==================== block 1
### Cells coloured by class, block 1

Fill, decap, tap and diode cells in grey.
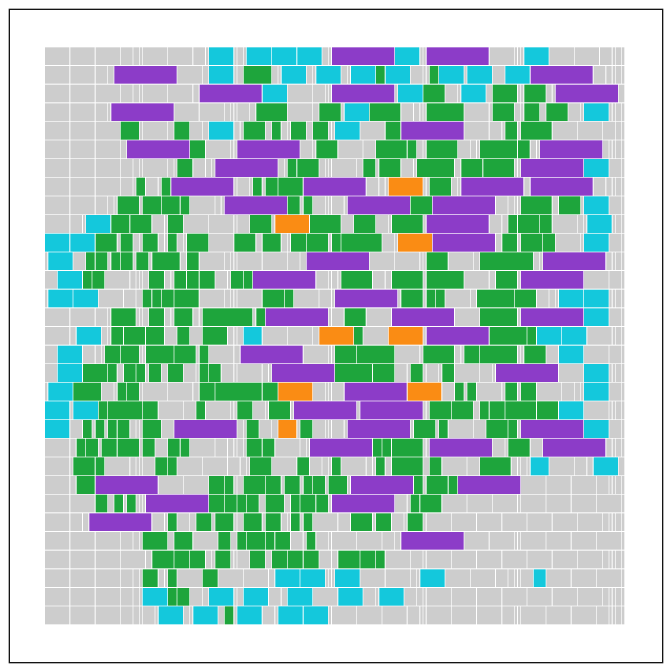

[src/rtl/rv32i_pkg.sv]
// Shared encodings for the RV32I multi-cycle controller: opcodes, ALU codes,
// FSM states, instruction classes and writeback/next-PC select values.
package rv32i_pkg;

   localparam logic [6:0] OP_R      = 7'b0110011;
   localparam logic [6:0] OP_I      = 7'b0010011;
   localparam logic [6:0] OP_LOAD   = 7'b0000011;
   localparam logic [6:0] OP_STORE  = 7'b0100011;
   localparam logic [6:0] OP_BRANCH = 7'b1100011;
   localparam logic [6:0] OP_JAL    = 7'b1101111;
   localparam logic [6:0] OP_JALR   = 7'b1100111;
   localparam logic [6:0] OP_AUIPC  = 7'b0010111;
   localparam logic [6:0] OP_LUI    = 7'b0110111;

   localparam logic [4:0] ALU_NONE  = 5'd0;
   localparam logic [4:0] ALU_ADD   = 5'd1;
   localparam logic [4:0] ALU_ADDI  = 5'd2;
   localparam logic [4:0] ALU_OR    = 5'd3;
   localparam logic [4:0] ALU_ORI   = 5'd4;
   localparam logic [4:0] ALU_XOR   = 5'd5;
   localparam logic [4:0] ALU_XORI  = 5'd6;
   localparam logic [4:0] ALU_AND   = 5'd7;
   localparam logic [4:0] ALU_ANDI  = 5'd8;
   localparam logic [4:0] ALU_SUB   = 5'd9;
   localparam logic [4:0] ALU_SLT   = 5'd10;
   localparam logic [4:0] ALU_SLTI  = 5'd11;
   localparam logic [4:0] ALU_SLTU  = 5'd12;
   localparam logic [4:0] ALU_SLTIU = 5'd13;
   localparam logic [4:0] ALU_SLLI  = 5'd14;
   localparam logic [4:0] ALU_SRLI  = 5'd15;
   localparam logic [4:0] ALU_SRAI  = 5'd16;
   localparam logic [4:0] ALU_SLL   = 5'd17;
   localparam logic [4:0] ALU_SRL   = 5'd18;
   localparam logic [4:0] ALU_SRA   = 5'd19;

   localparam logic [1:0] WB_ALU = 2'd0;
   localparam logic [1:0] WB_MDR = 2'd1;
   localparam logic [1:0] WB_PC4 = 2'd2;
   localparam logic [1:0] WB_IMM = 2'd3;

   localparam logic [1:0] PC_PLUS4     = 2'd0;
   localparam logic [1:0] PC_ALU       = 2'd1;
   localparam logic [1:0] PC_ALU_ALIGN = 2'd2;

   typedef enum logic [2:0] {
      ST_FETCH, ST_DECODE, ST_EXEC, ST_MEM, ST_WB, ST_TRAP
   } state_t;

   typedef enum logic [3:0] {
      CL_R, CL_I, CL_LOAD, CL_STORE, CL_BRANCH, CL_JAL, CL_JALR, CL_AUIPC, CL_LUI, CL_ILL
   } iclass_t;

   function automatic iclass_t classify(input logic [6:0] op);
      case (op)
         OP_R:      return CL_R;
         OP_I:      return CL_I;
         OP_LOAD:   return CL_LOAD;
         OP_STORE:  return CL_STORE;
         OP_BRANCH: return CL_BRANCH;
         OP_JAL:    return CL_JAL;
         OP_JALR:   return CL_JALR;
         OP_AUIPC:  return CL_AUIPC;
         OP_LUI:    return CL_LUI;
         default:   return CL_ILL;
      endcase
   endfunction

endpackage

[src/rtl/rv32i_alu_dec.sv]
// Combinational ALU decoder: maps opcode/funct3/funct7_b5 to the core's ALU
// code, the ALU B-source select and an instruction legality flag.
module rv32i_alu_dec
   import rv32i_pkg::*;
(
   input  logic [6:0] opcode,
   input  logic [2:0] funct3,
   input  logic       funct7_b5,
   output logic [4:0] alu_ctrl,
   output logic       bsel,
   output logic       legal
);

   always_comb begin
      alu_ctrl = ALU_NONE;
      bsel     = 1'b0;
      legal    = 1'b1;
      case (classify(opcode))
         CL_R: begin
            // Only SUB and SRA may carry funct7 bit 30.
            legal = !funct7_b5 || (funct3 == 3'b000) || (funct3 == 3'b101);
            case (funct3)
               3'b000:  alu_ctrl = funct7_b5 ? ALU_SUB : ALU_ADD;
               3'b001:  alu_ctrl = ALU_SLL;
               3'b010:  alu_ctrl = ALU_SLT;
               3'b011:  alu_ctrl = ALU_SLTU;
               3'b100:  alu_ctrl = ALU_XOR;
               3'b101:  alu_ctrl = funct7_b5 ? ALU_SRA : ALU_SRL;
               3'b110:  alu_ctrl = ALU_OR;
               default: alu_ctrl = ALU_AND;
            endcase
         end
         CL_I: begin
            bsel = 1'b1;
            case (funct3)
               3'b000:  alu_ctrl = ALU_ADDI;
               3'b001:  alu_ctrl = ALU_SLLI;
               3'b010:  alu_ctrl = ALU_SLTI;
               3'b011:  alu_ctrl = ALU_SLTIU;
               3'b100:  alu_ctrl = ALU_XORI;
               3'b101:  alu_ctrl = funct7_b5 ? ALU_SRAI : ALU_SRLI;
               3'b110:  alu_ctrl = ALU_ORI;
               default: alu_ctrl = ALU_ANDI;
            endcase
         end
         CL_LUI: alu_ctrl = ALU_NONE;
         CL_ILL: legal = 1'b0;
         default: begin
            // Address/target computations all reuse ADDI with an immediate B.
            alu_ctrl = ALU_ADDI;
            bsel     = 1'b1;
         end
      endcase
   end

endmodule

[src/rtl/rv32i_mc_ctrl.sv]
// Multi-cycle RV32I control FSM. Define RV_MC_ILLEGAL_TRAP_EN to halt on
// illegal instructions; otherwise they retire as NOPs.
module rv32i_mc_ctrl
   import rv32i_pkg::*;
#(
   parameter int MEM_TIMEOUT = 16,
   parameter int INSTRET_W   = 32
) (
   input  logic                 clk,
   input  logic                 rst_n,
   input  logic [6:0]           opcode,
   input  logic [2:0]           funct3,
   input  logic                 funct7_b5,
   input  logic                 br_taken,
   input  logic                 mem_ready,
   output logic                 mem_req,
   output logic                 mem_we,
   output logic                 addr_sel,
   output logic                 ir_we,
   output logic                 mdr_we,
   output logic [4:0]           alu_ctrl,
   output logic                 asel,
   output logic                 bsel,
   output logic                 rf_we,
   output logic [1:0]           wb_sel,
   output logic                 pc_we,
   output logic [1:0]           pc_sel,
   output logic [INSTRET_W-1:0] instret,
   output logic                 halted,
   output logic                 mem_timeout
);

`ifdef RV_MC_ILLEGAL_TRAP_EN
   localparam bit ILLEGAL_TRAP = 1'b1;
`else
   localparam bit ILLEGAL_TRAP = 1'b0;
`endif

   localparam int CNT_W = $clog2(MEM_TIMEOUT) + 1;
   localparam logic [CNT_W-1:0] CNT_LAST = CNT_W'(MEM_TIMEOUT - 2);

   state_t               state_reg;
   iclass_t              class_reg;
   logic [4:0]           alu_reg;
   logic                 bsel_reg;
   logic [CNT_W-1:0]     wait_cnt_reg;
   logic [INSTRET_W-1:0] instret_reg;
   logic                 timeout_reg;
   logic [4:0]           dec_alu;
   logic                 dec_bsel;
   logic                 dec_legal;
   logic                 retire;
   logic                 timeout_hit;

   rv32i_alu_dec u_alu_dec (
      .opcode    (opcode),
      .funct3    (funct3),
      .funct7_b5 (funct7_b5),
      .alu_ctrl  (dec_alu),
      .bsel      (dec_bsel),
      .legal     (dec_legal)
   );

   // Trap fires on the wait cycle that would bring the counter to MEM_TIMEOUT-1.
   assign timeout_hit = mem_req && !mem_ready && (wait_cnt_reg == CNT_LAST);
   assign instret     = instret_reg;
   assign halted      = (state_reg == ST_TRAP);
   assign mem_timeout = timeout_reg;

   always_comb begin
      mem_req  = 1'b0;
      mem_we   = 1'b0;
      addr_sel = 1'b0;
      ir_we    = 1'b0;
      mdr_we   = 1'b0;
      alu_ctrl = ALU_NONE;
      asel     = 1'b0;
      bsel     = 1'b0;
      rf_we    = 1'b0;
      wb_sel   = WB_ALU;
      pc_we    = 1'b0;
      pc_sel   = PC_PLUS4;
      retire   = 1'b0;
      // Gating on rst_n lets reset withdraw mem_req without waiting for a clock.
      if (rst_n) begin
         if (state_reg inside {ST_EXEC, ST_MEM, ST_WB}) begin
            alu_ctrl = alu_reg;
            bsel     = bsel_reg;
            asel     = class_reg inside {CL_BRANCH, CL_JAL, CL_AUIPC};
         end
         case (state_reg)
            ST_FETCH: begin
               mem_req = 1'b1;
               ir_we   = mem_ready;
            end
            ST_DECODE: begin
               if (!dec_legal && !ILLEGAL_TRAP) begin
                  pc_we  = 1'b1;
                  retire = 1'b1;
               end
            end
            ST_EXEC: begin
               if (class_reg == CL_BRANCH) begin
                  pc_we  = 1'b1;
                  pc_sel = br_taken ? PC_ALU : PC_PLUS4;
                  retire = 1'b1;
               end
            end
            ST_MEM: begin
               mem_req  = 1'b1;
               addr_sel = 1'b1;
               mem_we   = (class_reg == CL_STORE);
               if (mem_ready) begin
                  if (class_reg == CL_STORE) begin
                     pc_we  = 1'b1;
                     retire = 1'b1;
                  end else begin
                     mdr_we = 1'b1;
                  end
               end
            end
            ST_WB: begin
               rf_we  = 1'b1;
               pc_we  = 1'b1;
               retire = 1'b1;
               case (class_reg)
                  CL_LOAD: wb_sel = WB_MDR;
                  CL_JAL: begin
                     wb_sel = WB_PC4;
                     pc_sel = PC_ALU;
                  end
                  CL_JALR: begin
                     wb_sel = WB_PC4;
                     pc_sel = PC_ALU_ALIGN;
                  end
                  CL_LUI:  wb_sel = WB_IMM;
                  default: wb_sel = WB_ALU;
               endcase
            end
            default: ;
         endcase
      end
   end

   always_ff @(posedge clk or negedge rst_n) begin
      if (!rst_n) begin
         state_reg    <= ST_FETCH;
         class_reg    <= CL_R;
         alu_reg      <= ALU_NONE;
         bsel_reg     <= 1'b0;
         wait_cnt_reg <= '0;
         instret_reg  <= '0;
         timeout_reg  <= 1'b0;
      end else begin
         wait_cnt_reg <= (mem_req && !mem_ready) ? wait_cnt_reg + CNT_W'(1) : '0;
         if (retire) begin
            instret_reg <= instret_reg + INSTRET_W'(1);
         end
         case (state_reg)
            ST_FETCH: begin
               if (mem_ready) begin
                  state_reg <= ST_DECODE;
               end else if (timeout_hit) begin
                  state_reg   <= ST_TRAP;
                  timeout_reg <= 1'b1;
               end
            end
            ST_DECODE: begin
               class_reg <= dec_legal ? classify(opcode) : CL_ILL;
               alu_reg   <= dec_alu;
               bsel_reg  <= dec_bsel;
               if (dec_legal) begin
                  state_reg <= ST_EXEC;
               end else begin
                  state_reg <= ILLEGAL_TRAP ? ST_TRAP : ST_FETCH;
               end
            end
            ST_EXEC: begin
               case (class_reg)
                  CL_BRANCH:         state_reg <= ST_FETCH;
                  CL_LOAD, CL_STORE: state_reg <= ST_MEM;
                  default:           state_reg <= ST_WB;
               endcase
            end
            ST_MEM: begin
               if (mem_ready) begin
                  state_reg <= (class_reg == CL_STORE) ? ST_FETCH : ST_WB;
               end else if (timeout_hit) begin
                  state_reg   <= ST_TRAP;
                  timeout_reg <= 1'b1;
               end
            end
            ST_WB:   state_reg <= ST_FETCH;
            ST_TRAP: state_reg <= ST_TRAP;
            default: state_reg <= ST_FETCH;
         endcase
      end
   end

endmodule

[config.mk]
export PLATFORM = sky130hd
export DESIGN_NAME = rv32i_mc_ctrl
export DESIGN_NICKNAME = d
export VERILOG_FILES = /design/src/rtl/rv32i_pkg.sv /design/src/rtl/rv32i_alu_dec.sv /design/src/rtl/rv32i_mc_ctrl.sv
export SDC_FILE = /design/constraint.sdc
export NUM_CORES = 1
export LEC_CHECK = 0
export ABC_CLOCK_PERIOD_IN_PS = 6070
export CORE_MARGIN = 5
export CORE_UTILIZATION = 45
export DETAILED_ROUTE_END_ITERATION = 8
export PLACE_DENSITY_LB_ADDON = 0.25
export SETUP_SLACK_MARGIN = 0.15
export SLEW_MARGIN = 20
export SYNTH_ARGS = -nofsm -noshare
export SYNTH_HDL_FRONTEND = slang
export SYNTH_SLANG_ARGS = --single-unit
[constraint.sdc]
create_clock -name clk -period 6.07 [get_ports clk]
set_input_delay 1.214 -clock clk [delete_from_list [all_inputs] [get_ports clk]]
set_output_delay 1.214 -clock clk [all_outputs]
set_load 0.05 [all_outputs]
==================== block 2
===== src/rtl/card_dealer_if.sv =====
`default_nettype none
// ----------------------------------------------------------------------------
// card_dealer_if : player buttons and dealt-hand outputs of card_dealer. Rev 1.0
// ----------------------------------------------------------------------------
interface card_dealer_if;
    logic       deal_btn;
    logic       hit_btn;
    logic       stand_btn;
    logic [3:0] first_card;
    logic [3:0] second_card;
    logic [3:0] third_card;
    logic [3:0] fourth_card;
    logic [5:0] hand_total;
    logic       bust;
    logic       busy;
    logic       reset_pulse;

    modport master (
        output deal_btn, hit_btn, stand_btn,
        input  first_card, second_card, third_card, fourth_card,
        input  hand_total, bust, busy, reset_pulse
    );

    modport slave (
        input  deal_btn, hit_btn, stand_btn,
        output first_card, second_card, third_card, fourth_card,
        output hand_total, bust, busy, reset_pulse
    );
endinterface
`default_nettype wire


===== src/rtl/card_dealer.sv =====
`default_nettype none
// ----------------------------------------------------------------------------
// card_dealer : LFSR-driven dealer FSM, up to four cards per round. Rev 1.0
// Optional macro CARD_DEALER_ACE_SOFT_EN counts one ace as 11 when it fits.
// ----------------------------------------------------------------------------
module card_dealer #(
    parameter int          DEAL_GAP = 50_000_000,
    parameter logic [15:0] SEED     = 16'hACE1
) (
    input  logic          clk,
    input  logic          rst,
    card_dealer_if.slave  bus
);

    localparam logic [2:0] S_IDLE  = 3'd0;
    localparam logic [2:0] S_DEAL1 = 3'd1;
    localparam logic [2:0] S_DEAL2 = 3'd2;
    localparam logic [2:0] S_WAIT  = 3'd3;
    localparam logic [2:0] S_HIT   = 3'd4;
    localparam logic [2:0] S_DONE  = 3'd5;

    localparam int             GAP_W      = 27;
    localparam logic [GAP_W-1:0] GAP_RELOAD = GAP_W'(DEAL_GAP - 1);
    localparam logic [15:0]    LFSR_TAPS  = 16'hB400;

    logic [2:0]       state_q, state_d;
    logic [GAP_W-1:0] gap_q,   gap_d;
    logic [15:0]      lfsr_q,  lfsr_d;
    logic [3:0][3:0]  cards_q, cards_d;

    logic [3:0] lfsr_nib;
    logic [3:0] draw;
    logic       gap_done;
    logic [5:0] raw_sum;
    logic [5:0] hand_total;
    logic       bust;

    // Low nibble 0..15 folded into 1..10 without a divider.
    assign lfsr_nib = lfsr_q[3:0];
    assign draw     = (lfsr_nib >= 4'd10) ? (lfsr_nib - 4'd9) : (lfsr_nib + 4'd1);
    assign gap_done = (gap_q == '0);

    assign raw_sum = {2'b00, cards_q[0]} + {2'b00, cards_q[1]}
                   + {2'b00, cards_q[2]} + {2'b00, cards_q[3]};

`ifdef CARD_DEALER_ACE_SOFT_EN
    logic has_ace;
    assign has_ace    = (cards_q[0] == 4'd1) || (cards_q[1] == 4'd1)
                     || (cards_q[2] == 4'd1) || (cards_q[3] == 4'd1);
    assign hand_total = (has_ace && (raw_sum <= 6'd11)) ? (raw_sum + 6'd10) : raw_sum;
`else
    assign hand_total = raw_sum;
`endif

    assign bust = (hand_total > 6'd21);

    always_comb begin
        state_d = state_q;
        gap_d   = gap_q;
        cards_d = cards_q;
        lfsr_d  = {1'b0, lfsr_q[15:1]} ^ ({16{lfsr_q[0]}} & LFSR_TAPS);

        case (state_q)
            S_IDLE: begin
                if (bus.deal_btn) begin
                    cards_d = '0;
                    gap_d   = GAP_RELOAD;
                    state_d = S_DEAL1;
                end
            end
            S_DEAL1: begin
                if (gap_done) begin
                    cards_d[0] = draw;
                    gap_d      = GAP_RELOAD;
                    state_d    = S_DEAL2;
                end else begin
                    gap_d = gap_q - 1'b1;
                end
            end
            S_DEAL2: begin
                if (gap_done) begin
                    cards_d[1] = draw;
                    gap_d      = GAP_RELOAD;
                    state_d    = S_WAIT;
                end else begin
                    gap_d = gap_q - 1'b1;
                end
            end
            S_WAIT: begin
                if (bust || bus.stand_btn) begin
                    state_d = S_DONE;
                end else if (bus.hit_btn) begin
                    gap_d   = GAP_RELOAD;
                    state_d = S_HIT;
                end
            end
            S_HIT: begin
                if (gap_done) begin
                    gap_d = GAP_RELOAD;
                    // Dealt cards are never 0, so an empty third slot marks the target.
                    if (cards_q[2] == 4'd0) begin
                        cards_d[2] = draw;
                        state_d    = S_WAIT;
                    end else begin
                        cards_d[3] = draw;
                        state_d    = S_DONE;
                    end
                end else begin
                    gap_d = gap_q - 1'b1;
                end
            end
            S_DONE: begin
                state_d = S_IDLE;
            end
            default: begin
                state_d = S_IDLE;
            end
        endcase
    end

    always_ff @(posedge clk or negedge rst) begin
        if (!rst) begin
            state_q <= S_IDLE;
            gap_q   <= '0;
            lfsr_q  <= SEED;
            cards_q <= '0;
        end else begin
            state_q <= state_d;
            gap_q   <= gap_d;
            lfsr_q  <= lfsr_d;
            cards_q <= cards_d;
        end
    end

    assign bus.first_card  = cards_q[0];
    assign bus.second_card = cards_q[1];
    assign bus.third_card  = cards_q[2];
    assign bus.fourth_card = cards_q[3];
    assign bus.hand_total  = hand_total;
    assign bus.bust        = bust;
    assign bus.busy        = (state_q != S_IDLE);
    assign bus.reset_pulse = (state_q == S_DONE);

endmodule
`default_nettype wire


===== src/flat_wrapper.sv =====
// flat-port wrapper written by rule: the top's interface ports become plain ports
module card_dealer_flat 
#(
    parameter int          DEAL_GAP = 50_000_000,
    parameter logic [15:0] SEED     = 16'hACE1
)
  (clk, rst, bus_deal_btn, bus_hit_btn, bus_stand_btn, bus_first_card, bus_second_card, bus_third_card, bus_fourth_card, bus_hand_total, bus_bust, bus_busy, bus_reset_pulse);
  card_dealer_if bus_i ();
  input  logic clk;
  input  logic rst;
  input wire logic [$bits(bus_i.deal_btn)-1:0] bus_deal_btn;
  input wire logic [$bits(bus_i.hit_btn)-1:0] bus_hit_btn;
  input wire logic [$bits(bus_i.stand_btn)-1:0] bus_stand_btn;
  output wire logic [$bits(bus_i.first_card)-1:0] bus_first_card;
  output wire logic [$bits(bus_i.second_card)-1:0] bus_second_card;
  output wire logic [$bits(bus_i.third_card)-1:0] bus_third_card;
  output wire logic [$bits(bus_i.fourth_card)-1:0] bus_fourth_card;
  output wire logic [$bits(bus_i.hand_total)-1:0] bus_hand_total;
  output wire logic [$bits(bus_i.bust)-1:0] bus_bust;
  output wire logic [$bits(bus_i.busy)-1:0] bus_busy;
  output wire logic [$bits(bus_i.reset_pulse)-1:0] bus_reset_pulse;
  assign bus_i.deal_btn = bus_deal_btn;
  assign bus_i.hit_btn = bus_hit_btn;
  assign bus_i.stand_btn = bus_stand_btn;
  assign bus_first_card = bus_i.first_card;
  assign bus_second_card = bus_i.second_card;
  assign bus_third_card = bus_i.third_card;
  assign bus_fourth_card = bus_i.fourth_card;
  assign bus_hand_total = bus_i.hand_total;
  assign bus_bust = bus_i.bust;
  assign bus_busy = bus_i.busy;
  assign bus_reset_pulse = bus_i.reset_pulse;
  card_dealer #(.DEAL_GAP(DEAL_GAP), .SEED(SEED)) u_core (.clk(clk), .rst(rst), .bus(bus_i));
endmodule

===== config.mk =====
export PLATFORM = sky130hd
export DESIGN_NAME = card_dealer_flat
export DESIGN_NICKNAME = d
export VERILOG_FILES = /design/src/rtl/card_dealer_if.sv /design/src/rtl/card_dealer.sv /design/src/flat_wrapper.sv
export SDC_FILE = /design/constraint.sdc
export NUM_CORES = 1
export LEC_CHECK = 0
export CAP_MARGIN = 20
export CORE_MARGIN = 3
export CORE_UTILIZATION = 58
export CTS_CLUSTER_DIAMETER = 60
export CTS_CLUSTER_SIZE = 14
export DETAILED_ROUTE_END_ITERATION = 10
export GPL_ROUTABILITY_DRIVEN = 0
export PLACE_DENSITY = 0.81
export SETUP_SLACK_MARGIN = 0.5
export SLEW_MARGIN = 10
export SYNTH_ARGS = -nofsm -noshare
export SYNTH_HDL_FRONTEND = slang
export SYNTH_SLANG_ARGS = --single-unit

===== constraint.sdc =====
create_clock -name clk -period 4.3 [get_ports clk]
set_input_delay 0.43 -clock clk [delete_from_list [all_inputs] [get_ports clk]]
set_output_delay 0.43 -clock clk [all_outputs]
set_load 0.005 [all_outputs]

### Metal 1, block 1

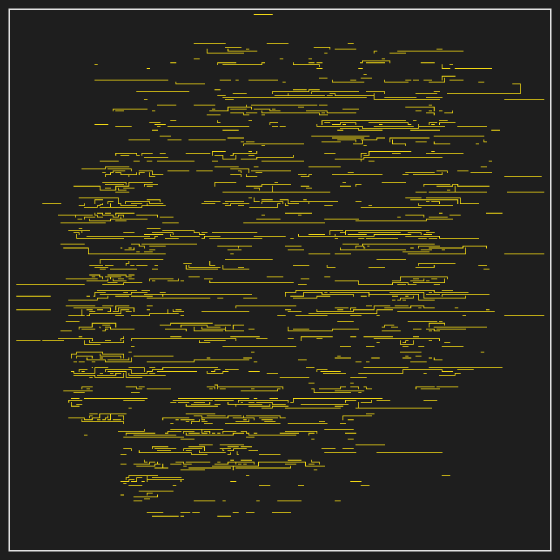
- nets with wire on the layer: 355
- wire length on this layer: 3140 um
met1 Usage GRT: 20.95%
Vias: 2691
drt total wl: 7007 um

Notes on 'Cells coloured by class' of block 1 above:
- cyan: remaining buffers and delay cells (cells 68)
- purple: registers (cells 51)
- orange: clock drivers and dummy loads (cells 8)
- green: remaining logic cells (cells 263)

==> Slide: Implementation Results, block 1 <==
Run Summary

Outcome
  – Status: finished clean

Final layout
  – Multi-input gates: 252
  – Clk tree area frac: 2.573%
  – Final Net Count: 407
  – Layout area overhead: 23.74%

Timing
  – Final number of hold-violating endpoints: 0
  – Period utilisation layout: 84.90%
  – Final hold slack: 0.4741 ns
  – FMAX: 194.0 MHz
  – Setup TNS: 0 ns
  – Setup violators final: 0
  – Slew HR: 37.80%

Placement
  – DP HPWL: 5199 um
  – GPL Wtd Cong: 0.8601

Hold path
  – Worst hold path type: flop to flop

Synth
  – Aoi share: 9.781%
  – # Cells Yosys: 332
  – Synthesized net count: 350
  – Mapped cell area: 3262 um2
  – Post-synth top flop: dfrtp_1
  – Simple Share, Synth: 33.37%
  – Ys flops: 51
  – Yosys stat area: 3262 um2

Power
  – Pwr Density: 248.8 nW/um2
  – Part of the power in registers: 42.4%
  – Logic pwr share: 36.4%
  – Power Total: 1.004 mW
  – Sw frac: 39.65%

Critical path
  – Reg2reg setup slack: 3.60 ns
  – Startpoint Class: input port
  – Setup Crit Path Kind: input port to output pin
  – Crit path from: opcode[5]
  – Worst setup EP type: output pin

Global routing
  – Tot GR Track Use: 15.54%

Route
  – DRT antenna net count: 0

Clocking
  – Reg clk slew, reported paths: 0.09 ns
  – Sink Count: 51

Job
  – Max Cap Viol: 0

Floorplanning
  – Tap Count: 99
[block 1: cell usage in the layout, fill, tap and decap left out, types with 4 or more instances in the layout]
cell type and instances:
nor4_1 4, clkdlybuf4s50_1 65, clkbuf_8 7, and3_1 5, dfrtp_1 51, nand3b_1 4
a21oi_1 14, xor2_1 29, nand4_1 6, nor2b_1 8, nor4_2 7, nor4b_2 10
nand3_1 13, nor3b_2 5, nand2b_1 9, inv_1 10, and2_1 8, nor2_1 31
nand2_1 25, o21ai_0 13, xnor2_1 8
[block 1: per-layer routing]
metal	track usage, %	vias to the layer above	wire length [um]
met1	20.95	1324	3139
li1	-	1294	-
met2	25.19	64	3465
met4	5.529	0	73
met5	0	-	0
met3	2.526	9	328
[block 1: cell families (layout without fill, tap and decap cells)]
logic type / Yosys count / in the layout
buf+inv: 29 / 87
compound gates: 49 / 49
simple gates: 159 / 159
fa+ha+maj: 3 / 3
mux: 4 / 4
flops: 51 / 51
xor+xnor: 37 / 37
[block 1: worst max-delay path: cells and delay by family]
| kind | cells | cell delay (ns) |
|---|---|---|
| simple gates | 2 | 0.83 |
| buf+inv | 4 | 1.84 |
| compound gates | 1 | 0.06 |
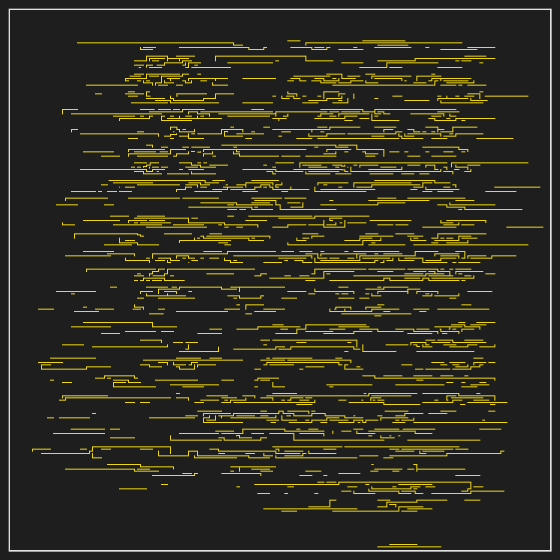
*Metal 1, block 2*
- main direction: horizontal
- share of all routed wire: 46%

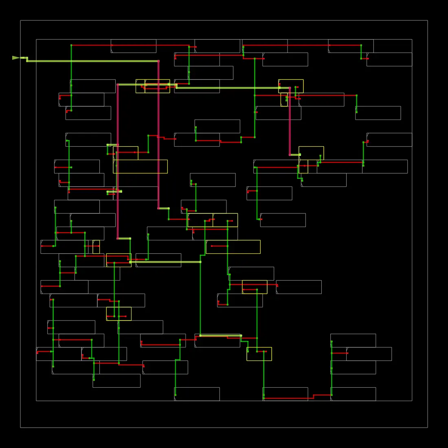
*Clock wiring as the flow saved it, block 2*
P_clk: 562 uW
Latency at later pin: 0.35 ns
cts bufs inserted: 9
Sink Count: 62
Final Skew: 0.01505 ns

==> Slide: Implementation Results, block 2 <==
Run Summary

Timing
  – RSZ-0062 raised after global routing: yes
  – Setup violators final: 0
  – Final number of hold-violating endpoints: 0
  – Measured slew at the worst slew-check pin: 0.8402 ns
  – Crit path time final: 3.789 ns

Synth
  – Synth area leaders: dfrtp_1, dfstp_2, o31ai_1, fa_1, ha_1
  – Xor+xnor area frac: 2.821%
  – Aoi share: 18.53%
  – Top-count cell post-synth: dfrtp_1
  – Synthesized net count: 367
  – Share of flip-flops with an asynchronous set or reset: 100.0%
  – Mapped cell area: 3416 um2
  – Largest logic family: AND-OR/OR-AND gates
  – Synth mux share: 2.344%

Floorplanning
  – Num ports: 30
  – Die width: 82.74 um
  – FP Rows: 27

Final layout
  – Fill cells: 431
  – Layout area overhead: 18.64%
  – Commonest Layout Cell: dfrtp_1

Critical path
  – Startpoint Class: flop
  – Worst reg2reg path depth: 12
  – Crit path from: u_core.bus.second_card[0]
  – Most frequent CP cell: fa_1

Job
  – Tool warnings: 27

Outcome
  – Status: finished clean

Clocking
  – Clk buf depth: 2
  – TritonCTS clock tree: yes

Global routing
  – Global route overflow: 0

Route
  – Detail-routed net length per standard cell: 17.07 um
block 2: final cells by class:
cell class | count | area share, %
multi-input combinational | 243 | 43.19
sequential | 62 | 38.53
timing repair buffer | 36 | 8.336
clock buffer | 12 | 3.581
inverter | 26 | 2.408
tap | 72 | 2.223
clock inverter | 4 | 1.729
block 2: per-layer routing:
layer | vias up | wire, um | track usage [%]
met1 | 1357 | 3546 | 33.66
met3 | 16 | 473 | 5.748
met4 | 0 | 142 | 8.824
met5 | - | 0 | 0
li1 | 1318 | - | -
met2 | 113 | 3605 | 36.46
block 2: where the power goes:
group	switching, mW	leakage (nW)	internal (mW)	total (mW)
Combinational	0.174	1.00	0.173	0.347
Sequential	0.0976	0.739	0.651	0.749
Clock	0.222	0.110	0.341	0.562
Total	0.493	1.85	1.17	1.66
block 2: metrics by stage:
stage	power, mW	hold slack (ns)	area [um2]	setup slack (ns)	util (%)
global placement	1.062	0.3348	3751	0.4833	66.89
global route	1.747	0.2915	4053	0.3506	72.27
CTS	1.650	0.2707	3998	0.5046	71.29
floorplan	0.9537	0.1344	3416	0.7296	-
detailed placement	1.081	0.3379	3751	0.3757	66.89
finish	1.658	0.2372	4053	0.5115	72.27


==> notes/layouts.md <==
Pictures saved along the way, in no particular order.

Wire density map.
(a)
Bar = 20 um. The die is cut into 17 by 17 equal tiles; dark blue is low, red is high, scaled to the fullest tile. Values are wire area over tile area, all layers added.
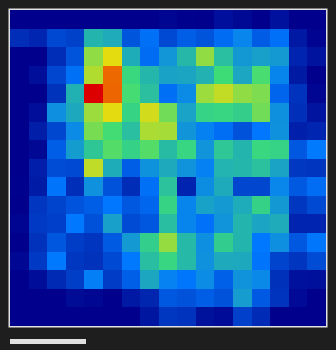
(b)
Bar = 20 um. The die is cut into 19 by 19 equal tiles; dark blue is low, red is high, scaled to the fullest tile. Values are wire area over tile area, all layers added.
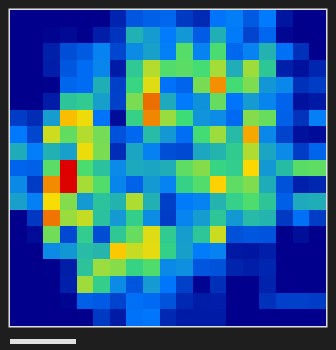
- (b) = block 1
- (a) = block 2
- largest die: (b)

Power figures rest on the tool's default switching activity, not on a simulated workload.
